# ttl_counter_chain

**ttl_counter_chain: clock nets**

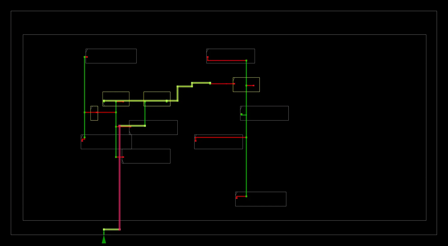

[src/rtl/ttl_pkg.sv]
// ttl_pkg: shared constants and helpers for the TTL counter chain models.
//   STAGE_W  width of one 74x161/74x191-style counter stage
//   top_of() terminal count value for a given (WIDTH, MODULUS) pair;
//            MODULUS = 0 selects the full binary range 2^WIDTH.
package ttl_pkg;

  localparam int unsigned STAGE_W = 4;

  function automatic logic [63:0] top_of(input int unsigned width,
                                         input longint unsigned modulus);
    logic [63:0] t;
    if (modulus == 64'd0) begin
      t = (64'd1 << width) - 64'd1;
    end else begin
      t = modulus - 64'd1;
    end
    return t;
  endfunction

endpackage

[src/rtl/ttl_counter_nibble.sv]
// ttl_counter_nibble: one 4-bit synchronous up/down counter stage.
// Ports:
//   clk, rst_n  clock and asynchronous active-low reset
//   clr_n       synchronous clear (active-low, highest priority)
//   load_n      synchronous parallel load of d (active-low)
//   cnt_en      count enable for this stage (already includes cascade carry)
//   up          direction, 1 = up, 0 = down
//   d           parallel load data
//   q           registered stage value
//   tc          terminal value in the current direction (F up, 0 down)
module ttl_counter_nibble
  import ttl_pkg::*;
(
  input  logic               clk,
  input  logic               rst_n,
  input  logic               clr_n,
  input  logic               load_n,
  input  logic               cnt_en,
  input  logic               up,
  input  logic [STAGE_W-1:0] d,
  output logic [STAGE_W-1:0] q,
  output logic               tc
);

  logic [STAGE_W-1:0] q_q;
  logic [STAGE_W-1:0] q_d;

  // Next-state selection: clear, then load, then count, else hold.
  always_comb begin
    q_d = q_q;
    if (!clr_n) begin
      q_d = {STAGE_W{1'b0}};
    end else if (!load_n) begin
      q_d = d;
    end else if (cnt_en) begin
      if (up) begin
        q_d = q_q + 4'd1;
      end else begin
        q_d = q_q - 4'd1;
      end
    end else begin
      q_d = q_q;
    end
  end

  // Stage register with asynchronous reset to zero.
  always_ff @(posedge clk or negedge rst_n) begin
    if (!rst_n) begin
      q_q <= {STAGE_W{1'b0}};
    end else begin
      q_q <= q_d;
    end
  end

  assign q  = q_q;
  assign tc = up ? (q_q == {STAGE_W{1'b1}}) : (q_q == {STAGE_W{1'b0}});

endmodule

[src/rtl/ttl_counter_chain.sv]
// ttl_counter_chain: parametrised synchronous up/down counter built from
// cascaded 4-bit stages, with synchronous clear, parallel load and optional
// modulus wrap.
// Ports:
//   clk, rst_n  clock and asynchronous active-low reset (q -> 0)
//   clr_n       synchronous clear, active-low
//   load_n      synchronous parallel load of d, active-low
//   enp, ent    count enables; only ent gates rco
//   up          direction, 1 = up, 0 = down
//   d           parallel load data
//   q           counter value (registered)
//   rco         ripple carry/borrow out, combinational
module ttl_counter_chain
  import ttl_pkg::*;
#(
  parameter int unsigned     WIDTH   = 8,
  parameter longint unsigned MODULUS = 64'd0
) (
  input  logic             clk,
  input  logic             rst_n,
  input  logic             clr_n,
  input  logic             load_n,
  input  logic             enp,
  input  logic             ent,
  input  logic             up,
  input  logic [WIDTH-1:0] d,
  output logic [WIDTH-1:0] q,
  output logic             rco
);

  localparam int unsigned     NSTG   = WIDTH / STAGE_W;
  localparam logic [63:0]     TOP_W  = top_of(WIDTH, MODULUS);
  localparam logic [WIDTH-1:0] TOP   = TOP_W[WIDTH-1:0];
  localparam bit              MOD_EN = (MODULUS != 64'd0);

  logic [NSTG-1:0]  tc_s;
  logic [NSTG-1:0]  chain_s;
  logic [WIDTH-1:0] q_s;
  logic             cnt_s;
  logic             wrap_clr_s;
  logic             wrap_load_s;
  logic             stg_clr_n_s;
  logic             stg_load_n_s;
  logic [WIDTH-1:0] stg_d_s;

  assign cnt_s = enp & ent;

  // Modulus wrap: an up-count from TOP (or an out-of-range loaded value)
  // becomes a clear; a down-count from zero becomes a load of TOP. Both
  // only apply when neither external clear nor load is active.
  always_comb begin
    wrap_clr_s  = 1'b0;
    wrap_load_s = 1'b0;
    if (MOD_EN && clr_n && load_n && cnt_s) begin
      if (up) begin
        wrap_clr_s = (q_s >= TOP);
      end else begin
        wrap_load_s = (q_s == {WIDTH{1'b0}});
      end
    end else begin
      wrap_clr_s  = 1'b0;
      wrap_load_s = 1'b0;
    end
  end

  assign stg_clr_n_s  = clr_n & ~wrap_clr_s;
  assign stg_load_n_s = load_n & ~wrap_load_s;
  assign stg_d_s      = wrap_load_s ? TOP : d;

  genvar k;
  generate
    for (k = 0; k < NSTG; k++) begin : g_stage
      // A stage steps only when every lower stage sits at its terminal value.
      if (k == 0) begin : g_first
        assign chain_s[k] = cnt_s;
      end else begin : g_upper
        assign chain_s[k] = chain_s[k-1] & tc_s[k-1];
      end

      ttl_counter_nibble u_nibble (
        .clk    (clk),
        .rst_n  (rst_n),
        .clr_n  (stg_clr_n_s),
        .load_n (stg_load_n_s),
        .cnt_en (chain_s[k]),
        .up     (up),
        .d      (stg_d_s[k*STAGE_W +: STAGE_W]),
        .q      (q_s[k*STAGE_W +: STAGE_W]),
        .tc     (tc_s[k])
      );
    end
  endgenerate

  assign q = q_s;

  // Full binary range: terminal value is all stages at their terminal value.
  assign rco = MOD_EN ? (ent & (up ? (q_s == TOP) : (q_s == {WIDTH{1'b0}})))
                      : (ent & (&tc_s));

endmodule
[config.mk]
export PLATFORM = sky130hd
export DESIGN_NAME = ttl_counter_chain
export DESIGN_NICKNAME = d
export VERILOG_FILES = /design/src/rtl/ttl_pkg.sv /design/src/rtl/ttl_counter_nibble.sv /design/src/rtl/ttl_counter_chain.sv
export SDC_FILE = /design/constraint.sdc
export NUM_CORES = 1
export LEC_CHECK = 0
export CELL_PAD_IN_SITES_DETAIL_PLACEMENT = 1
export CELL_PAD_IN_SITES_GLOBAL_PLACEMENT = 2
export CORE_ASPECT_RATIO = 0.5
export CORE_MARGIN = 2
export CORE_UTILIZATION = 23
export DETAILED_ROUTE_END_ITERATION = 16
export GPL_TIMING_DRIVEN = 0
export PLACE_DENSITY = 0.77
export SLEW_MARGIN = 20
export SYNTH_ARGS = -nofsm -noshare
export SYNTH_HDL_FRONTEND = slang
export SYNTH_SLANG_ARGS = --single-unit
[constraint.sdc]
create_clock -name clk -period 1.84 [get_ports clk]
set_input_delay 0.276 -clock clk [delete_from_list [all_inputs] [get_ports clk]]
set_output_delay 0.276 -clock clk [all_outputs]
set_load 0.03 [all_outputs]
# apb_master_arb_flat

$ cat config.mk
export PLATFORM = sky130hd
export DESIGN_NAME = apb_master_arb_flat
export DESIGN_NICKNAME = d
export VERILOG_FILES = /design/src/rtl/apb_master_arb_if.sv /design/src/rtl/apb_master_arb.sv /design/src/flat_wrapper.sv
export SDC_FILE = /design/constraint.sdc
export NUM_CORES = 1
export LEC_CHECK = 0
export CAP_MARGIN = 5
export CELL_PAD_IN_SITES_DETAIL_PLACEMENT = 1
export CELL_PAD_IN_SITES_GLOBAL_PLACEMENT = 2
export CORE_ASPECT_RATIO = 0.75
export CORE_MARGIN = 3
export CORE_UTILIZATION = 24
export DETAILED_ROUTE_END_ITERATION = 8
export GPL_ROUTABILITY_DRIVEN = 0
export PLACE_DENSITY_LB_ADDON = 0.1
export SLEW_MARGIN = 0
export SYNTH_ARGS = -nofsm -noshare
export SYNTH_HDL_FRONTEND = slang
export SYNTH_SLANG_ARGS = --single-unit
export TNS_END_PERCENT = 100
$ cat constraint.sdc
create_clock -name pclk -period 3.1 [get_ports pclk]
set_clock_uncertainty 0.2 [all_clocks]
set_input_delay 0.31 -clock pclk [delete_from_list [all_inputs] [get_ports pclk]]
set_output_delay 0.31 -clock pclk [all_outputs]
set_load 0.005 [all_outputs]
$ cat src/rtl/apb_master_arb_if.sv
// Bundle of both requester ports and the shared APB bus for apb_master_arb.
// The master modport is the arbiter's view; slave is the requester/APB environment view.
interface apb_master_arb_if #(
    parameter int unsigned ADDR_WIDTH = 32,
    parameter int unsigned DATA_WIDTH = 32
);
    localparam int unsigned STB_W = 4;

    logic                  m0_req;
    logic [ADDR_WIDTH-1:0] m0_addr;
    logic [DATA_WIDTH-1:0] m0_wdata;
    logic                  m0_write;
    logic [STB_W-1:0]      m0_stb;
    logic                  m0_done;
    logic [DATA_WIDTH-1:0] m0_rdata;
    logic                  m0_err;

    logic                  m1_req;
    logic [ADDR_WIDTH-1:0] m1_addr;
    logic [DATA_WIDTH-1:0] m1_wdata;
    logic                  m1_write;
    logic [STB_W-1:0]      m1_stb;
    logic                  m1_done;
    logic [DATA_WIDTH-1:0] m1_rdata;
    logic                  m1_err;

    logic [ADDR_WIDTH-1:0] paddr;
    logic [DATA_WIDTH-1:0] pdata;
    logic                  pwrite;
    logic [STB_W-1:0]      pstb;
    logic                  psel;
    logic                  penable;
    logic [DATA_WIDTH-1:0] prdata;
    logic                  pready;
    logic                  perr;

    modport master (
        input  m0_req, m0_addr, m0_wdata, m0_write, m0_stb,
        output m0_done, m0_rdata, m0_err,
        input  m1_req, m1_addr, m1_wdata, m1_write, m1_stb,
        output m1_done, m1_rdata, m1_err,
        output paddr, pdata, pwrite, pstb, psel, penable,
        input  prdata, pready, perr
    );

    modport slave (
        output m0_req, m0_addr, m0_wdata, m0_write, m0_stb,
        input  m0_done, m0_rdata, m0_err,
        output m1_req, m1_addr, m1_wdata, m1_write, m1_stb,
        input  m1_done, m1_rdata, m1_err,
        input  paddr, pdata, pwrite, pstb, psel, penable,
        output prdata, pready, perr
    );
endinterface

$ cat src/rtl/apb_master_arb.sv
// Two-port round-robin APB master: latches the winning request, runs SETUP/ACCESS,
// and returns rdata/err with a one-cycle done pulse; wait states bounded by TIMEOUT.
module apb_master_arb #(
    parameter int unsigned ADDR_WIDTH = 32,
    parameter int unsigned DATA_WIDTH = 32,
    parameter int unsigned TIMEOUT    = 255
) (
    input logic pclk,
    input logic rst,
    apb_master_arb_if.master bus
);
    localparam int unsigned STB_W    = 4;
    localparam int unsigned CNT_W    = (TIMEOUT > 0) ? $clog2(TIMEOUT + 1) : 1;
    localparam int unsigned CNT_LAST = (TIMEOUT > 0) ? TIMEOUT - 1 : 0;

    typedef enum logic [1:0] {
        ST_IDLE   = 2'd0,
        ST_SETUP  = 2'd1,
        ST_ACCESS = 2'd2
    } state_e;

    state_e                state_q, state_d;
    logic                  ptr_q, ptr_d;
    logic                  owner_q, owner_d;
    logic [CNT_W-1:0]      cnt_q, cnt_d;
    logic [ADDR_WIDTH-1:0] paddr_q, paddr_d;
    logic [DATA_WIDTH-1:0] pdata_q, pdata_d;
    logic                  pwrite_q, pwrite_d;
    logic [STB_W-1:0]      pstb_q, pstb_d;
    logic                  psel_q, psel_d;
    logic                  penable_q, penable_d;
    logic                  m0_done_q, m0_done_d;
    logic [DATA_WIDTH-1:0] m0_rdata_q, m0_rdata_d;
    logic                  m0_err_q, m0_err_d;
    logic                  m1_done_q, m1_done_d;
    logic [DATA_WIDTH-1:0] m1_rdata_q, m1_rdata_d;
    logic                  m1_err_q, m1_err_d;

    logic                  elig0_c, elig1_c, grant1_c;
    logic                  xfer_done_c, xfer_err_c;
    logic [DATA_WIDTH-1:0] xfer_rdata_c;

    // A port whose done is high this cycle is masked so its still-high req is not re-issued.
    assign elig0_c  = bus.m0_req & ~m0_done_q;
    assign elig1_c  = bus.m1_req & ~m1_done_q;
    assign grant1_c = elig1_c & (~elig0_c | ptr_q);

    always_comb begin
        state_d      = state_q;
        ptr_d        = ptr_q;
        owner_d      = owner_q;
        cnt_d        = cnt_q;
        paddr_d      = paddr_q;
        pdata_d      = pdata_q;
        pwrite_d     = pwrite_q;
        pstb_d       = pstb_q;
        psel_d       = psel_q;
        penable_d    = penable_q;
        m0_done_d    = 1'b0;
        m0_rdata_d   = m0_rdata_q;
        m0_err_d     = m0_err_q;
        m1_done_d    = 1'b0;
        m1_rdata_d   = m1_rdata_q;
        m1_err_d     = m1_err_q;
        xfer_done_c  = 1'b0;
        xfer_err_c   = 1'b0;
        xfer_rdata_c = '0;

        case (state_q)
            ST_IDLE: begin
                if (elig0_c || elig1_c) begin
                    if (grant1_c) begin
                        paddr_d  = bus.m1_addr;
                        pdata_d  = bus.m1_wdata;
                        pwrite_d = bus.m1_write;
                        pstb_d   = bus.m1_stb;
                    end else begin
                        paddr_d  = bus.m0_addr;
                        pdata_d  = bus.m0_wdata;
                        pwrite_d = bus.m0_write;
                        pstb_d   = bus.m0_stb;
                    end
                    owner_d   = grant1_c;
                    ptr_d     = ~grant1_c;
                    psel_d    = 1'b1;
                    penable_d = 1'b0;
                    state_d   = ST_SETUP;
                end
            end
            ST_SETUP: begin
                penable_d = 1'b1;
                cnt_d     = '0;
                state_d   = ST_ACCESS;
            end
            ST_ACCESS: begin
                if (bus.pready || bus.perr) begin
                    xfer_done_c  = 1'b1;
                    xfer_err_c   = bus.perr;
                    xfer_rdata_c = (!pwrite_q && !bus.perr) ? bus.prdata : '0;
                end else if ((TIMEOUT != 0) && (cnt_q == CNT_W'(CNT_LAST))) begin
                    // Unmapped addresses never see pready; force an error completion.
                    xfer_done_c = 1'b1;
                    xfer_err_c  = 1'b1;
                end else begin
                    cnt_d = cnt_q + CNT_W'(1);
                end
                if (xfer_done_c) begin
                    psel_d    = 1'b0;
                    penable_d = 1'b0;
                    state_d   = ST_IDLE;
                end
            end
            default: state_d = ST_IDLE;
        endcase

        // Only the owner's return registers change; the other port keeps its values.
        if (xfer_done_c) begin
            if (owner_q) begin
                m1_done_d  = 1'b1;
                m1_err_d   = xfer_err_c;
                m1_rdata_d = xfer_rdata_c;
            end else begin
                m0_done_d  = 1'b1;
                m0_err_d   = xfer_err_c;
                m0_rdata_d = xfer_rdata_c;
            end
        end
    end

    always_ff @(posedge pclk) begin
        if (rst) begin
            state_q    <= ST_IDLE;
            ptr_q      <= 1'b0;
            owner_q    <= 1'b0;
            cnt_q      <= '0;
            paddr_q    <= '0;
            pdata_q    <= '0;
            pwrite_q   <= 1'b0;
            pstb_q     <= '0;
            psel_q     <= 1'b0;
            penable_q  <= 1'b0;
            m0_done_q  <= 1'b0;
            m0_rdata_q <= '0;
            m0_err_q   <= 1'b0;
            m1_done_q  <= 1'b0;
            m1_rdata_q <= '0;
            m1_err_q   <= 1'b0;
        end else begin
            state_q    <= state_d;
            ptr_q      <= ptr_d;
            owner_q    <= owner_d;
            cnt_q      <= cnt_d;
            paddr_q    <= paddr_d;
            pdata_q    <= pdata_d;
            pwrite_q   <= pwrite_d;
            pstb_q     <= pstb_d;
            psel_q     <= psel_d;
            penable_q  <= penable_d;
            m0_done_q  <= m0_done_d;
            m0_rdata_q <= m0_rdata_d;
            m0_err_q   <= m0_err_d;
            m1_done_q  <= m1_done_d;
            m1_rdata_q <= m1_rdata_d;
            m1_err_q   <= m1_err_d;
        end
    end

    assign bus.paddr    = paddr_q;
    assign bus.pdata    = pdata_q;
    assign bus.pwrite   = pwrite_q;
    assign bus.pstb     = pstb_q;
    assign bus.psel     = psel_q;
    assign bus.penable  = penable_q;
    assign bus.m0_done  = m0_done_q;
    assign bus.m0_rdata = m0_rdata_q;
    assign bus.m0_err   = m0_err_q;
    assign bus.m1_done  = m1_done_q;
    assign bus.m1_rdata = m1_rdata_q;
    assign bus.m1_err   = m1_err_q;

endmodule

$ cat src/flat_wrapper.sv
// flat-port wrapper written by rule: the top's interface ports become plain ports
module apb_master_arb_flat 
#(
    parameter int unsigned ADDR_WIDTH = 32,
    parameter int unsigned DATA_WIDTH = 32,
    parameter int unsigned TIMEOUT    = 255
)
  (pclk, rst, bus_m0_req, bus_m0_addr, bus_m0_wdata, bus_m0_write, bus_m0_stb, bus_m0_done, bus_m0_rdata, bus_m0_err, bus_m1_req, bus_m1_addr, bus_m1_wdata, bus_m1_write, bus_m1_stb, bus_m1_done, bus_m1_rdata, bus_m1_err, bus_paddr, bus_pdata, bus_pwrite, bus_pstb, bus_psel, bus_penable, bus_prdata, bus_pready, bus_perr);
  apb_master_arb_if #(.ADDR_WIDTH(ADDR_WIDTH), .DATA_WIDTH(DATA_WIDTH)) bus_i ();
  input logic pclk;
  input logic rst;
  input wire logic [$bits(bus_i.m0_req)-1:0] bus_m0_req;
  input wire logic [$bits(bus_i.m0_addr)-1:0] bus_m0_addr;
  input wire logic [$bits(bus_i.m0_wdata)-1:0] bus_m0_wdata;
  input wire logic [$bits(bus_i.m0_write)-1:0] bus_m0_write;
  input wire logic [$bits(bus_i.m0_stb)-1:0] bus_m0_stb;
  output wire logic [$bits(bus_i.m0_done)-1:0] bus_m0_done;
  output wire logic [$bits(bus_i.m0_rdata)-1:0] bus_m0_rdata;
  output wire logic [$bits(bus_i.m0_err)-1:0] bus_m0_err;
  input wire logic [$bits(bus_i.m1_req)-1:0] bus_m1_req;
  input wire logic [$bits(bus_i.m1_addr)-1:0] bus_m1_addr;
  input wire logic [$bits(bus_i.m1_wdata)-1:0] bus_m1_wdata;
  input wire logic [$bits(bus_i.m1_write)-1:0] bus_m1_write;
  input wire logic [$bits(bus_i.m1_stb)-1:0] bus_m1_stb;
  output wire logic [$bits(bus_i.m1_done)-1:0] bus_m1_done;
  output wire logic [$bits(bus_i.m1_rdata)-1:0] bus_m1_rdata;
  output wire logic [$bits(bus_i.m1_err)-1:0] bus_m1_err;
  output wire logic [$bits(bus_i.paddr)-1:0] bus_paddr;
  output wire logic [$bits(bus_i.pdata)-1:0] bus_pdata;
  output wire logic [$bits(bus_i.pwrite)-1:0] bus_pwrite;
  output wire logic [$bits(bus_i.pstb)-1:0] bus_pstb;
  output wire logic [$bits(bus_i.psel)-1:0] bus_psel;
  output wire logic [$bits(bus_i.penable)-1:0] bus_penable;
  input wire logic [$bits(bus_i.prdata)-1:0] bus_prdata;
  input wire logic [$bits(bus_i.pready)-1:0] bus_pready;
  input wire logic [$bits(bus_i.perr)-1:0] bus_perr;
  assign bus_i.m0_req = bus_m0_req;
  assign bus_i.m0_addr = bus_m0_addr;
  assign bus_i.m0_wdata = bus_m0_wdata;
  assign bus_i.m0_write = bus_m0_write;
  assign bus_i.m0_stb = bus_m0_stb;
  assign bus_m0_done = bus_i.m0_done;
  assign bus_m0_rdata = bus_i.m0_rdata;
  assign bus_m0_err = bus_i.m0_err;
  assign bus_i.m1_req = bus_m1_req;
  assign bus_i.m1_addr = bus_m1_addr;
  assign bus_i.m1_wdata = bus_m1_wdata;
  assign bus_i.m1_write = bus_m1_write;
  assign bus_i.m1_stb = bus_m1_stb;
  assign bus_m1_done = bus_i.m1_done;
  assign bus_m1_rdata = bus_i.m1_rdata;
  assign bus_m1_err = bus_i.m1_err;
  assign bus_paddr = bus_i.paddr;
  assign bus_pdata = bus_i.pdata;
  assign bus_pwrite = bus_i.pwrite;
  assign bus_pstb = bus_i.pstb;
  assign bus_psel = bus_i.psel;
  assign bus_penable = bus_i.penable;
  assign bus_i.prdata = bus_prdata;
  assign bus_i.pready = bus_pready;
  assign bus_i.perr = bus_perr;
  apb_master_arb #(.ADDR_WIDTH(ADDR_WIDTH), .DATA_WIDTH(DATA_WIDTH), .TIMEOUT(TIMEOUT)) u_core (.pclk(pclk), .rst(rst), .bus(bus_i));
endmodule
**ttl_counter_chain: routed metal per tile**

Bar = 20 µm. 16 x 9 tiles, from dark purple (low) to yellow (high), scaled to the fullest tile. Values are wire area over tile area, all layers added.
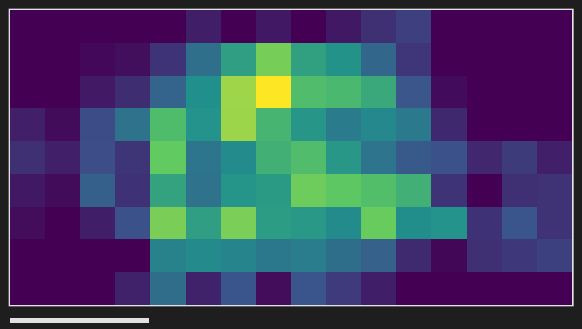
28% of the tiles are nearly empty. The densest ninth of the die: middle. The fullest tile reaches 0.38.
Via Count: 692
average routed wire per standard cell: 15.71 µm
global-route usage over all layers: 15.06%
final WL: 2.215 mm

About 'clock nets' of ttl_counter_chain:
Clk. pwr: 0.227 mW
Max Clock Skew: 1.496 ps
CTS Buf Count: 3

==> Changelog: implementation, ttl_counter_chain <==
### Metrics

- Compound-cell area share of the yosys netlist: a little under a fifth
- Final setup margin: -74.29 ps
- Met1 Usage GRT: 19.30%
- Most common cell in the netlist: dfrtp_1
- Outcome: finished, violations left
- Filler Cell Count: 306
- Pin count of the biggest net entering global routing: 11
- Worst R2R Path Depth: 4
- Post-Layout Inst Area: ~1100 µm²
- Seq cells: 8
- Post-CTS resize count: 14
- Tmin final: 1914 ps
- Top cells by count, synth: dfrtp_1 (8), nand3_1 (7), a21oi_1 (5), mux2i_1 (5), o21ai_0 (5)
- Buf+Inv Stages, Crit Path: 1
- Number of synthesized flops with an enable pin: 0
- Antenna violations before repair: 0
- Inverters: 2
- YS chip area: 684.4 µm²
- Setup_tns: -74.29 ps
- Violated checks: setup timing
- Switching power of the nets: around 0.21 mW
- Final setup fails: 1
- Critical path class: flip-flop to output pin
- Relative slew slack: between 70 and 80%
- # Cells Yosys: around 70
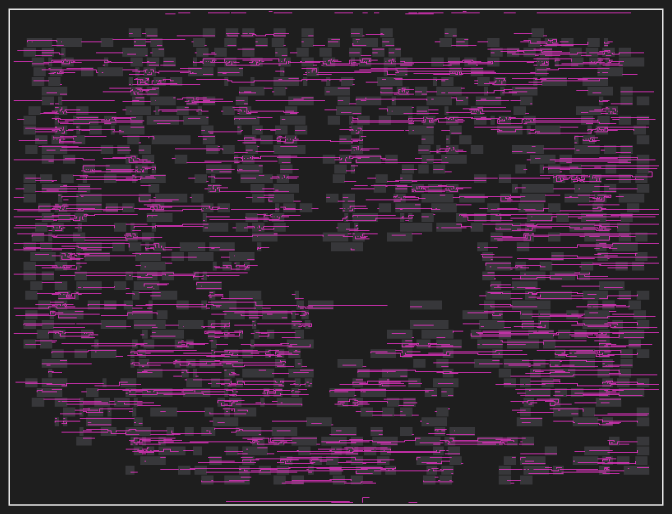
**Above:** apb_master_arb_flat (signal wires on met1).
Cells faint in the background.
The longest straight run is 44.6 µm. The layer holds 42% of the routed length. The wires run mostly horizontal.

==> Changelog: implementation, apb_master_arb_flat <==
### Metrics

- Outcome: finished clean
- Combinational power: ~1.3 mW
- Setup_tns: 0 ps
- Switching power of the nets: 1.608 mW
- Met2 WL: about 11 mm
- Hold EP: u_core.cnt_q[1]
- Syn Nets: 688
- Max Fanout on Critical Path: about 47
- Cts hold-fix bufs: 0
- Worst Setup End Kind: flip-flop
- Xor/xnor share: 0%
- Max Buffers Root-to-Sink: 2
- Warnings from Yosys: 0
- CP peak stage delay: about 590 ps
- Cells along the critical path: and2b_1 > o21ai_4 > buf_12 > a222oi_1 > nor2_1
- Max VDD drop: 391.0 µV
- TAP cells: a little under 300
- Register area: 3023 µm²
- Drt drc: 0
- Die X: about 180 µm
- Sequential cell area share: between 30% and 40%
- Cell area after synthesis: 5602 µm²
- Final Util: 42.50%
- Post-Synthesis Cells: about 500
- H-tree levels: 4
- Top cell area share: between 50% and 60%
- Final Hold Viols: 0
- Top class by area: buffers
- Sw Share: between 20 and 30%
- Clock share of power: 39.4%
- Final WL: about 23 mm
- Ant. Diodes: 0
- Die Y: about 140 µm
- Average routed wire per standard cell: roughly 21 µm
- Clk tree area frac: under 10%
- Clk latency late pin: 420 ps
- Comb power frac: between 20% and 30%
- Most frequent logic cell in the layout: clkdlybuf4s50_1
- Reg2Reg Setup Slack: just under 1000 ps
- First DRT Iteration DRCs: between 400 and 500
- First-pass GRT wire length: approximately 35 mm
- Register share of total power: approximately two fifths
- Worst r2r dst: u_core.bus.pdata[17]
- Filler Cell Count: 2453

## Gallery

Met3 routing.
shot_01.png
Bar = 50 µm.
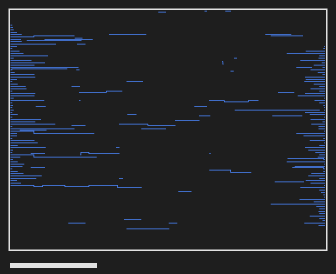
shot_02.png
Bar = 20 µm.
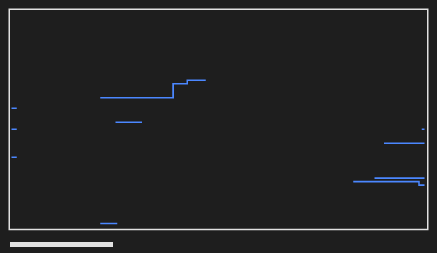
shot_01.png comes from apb_master_arb_flat.
shot_02.png comes from ttl_counter_chain.
The one with the largest die is shot_01.png.

Key to shot_02.png:
The layer carries 65.0 µm of wire. The layer holds 2.9% of the routed length. The longest straight run is 14.0 µm. 9 nets have wire on it.



==> screenshots <==
Met2 routing.
Plate I
Bar = 20 µm.
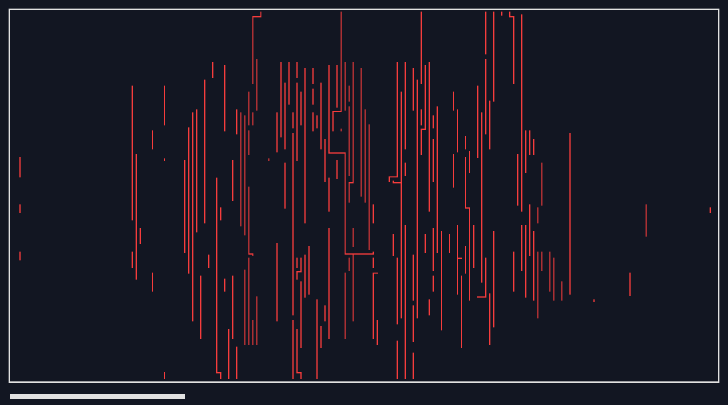
Plate II
Bar = 50 µm.
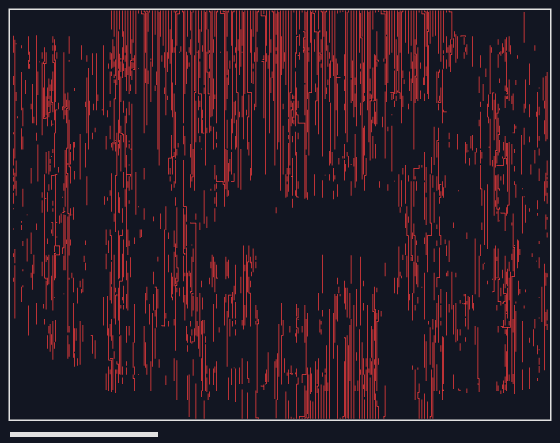
ttl_counter_chain -> Plate I
apb_master_arb_flat -> Plate II

Key to Plate I:
The layer carries 1080 µm of wire. The wires run mostly vertical. 115 nets have wire on it. The longest straight run is 27.2 µm.

Power and IR drop assume default switching activity.
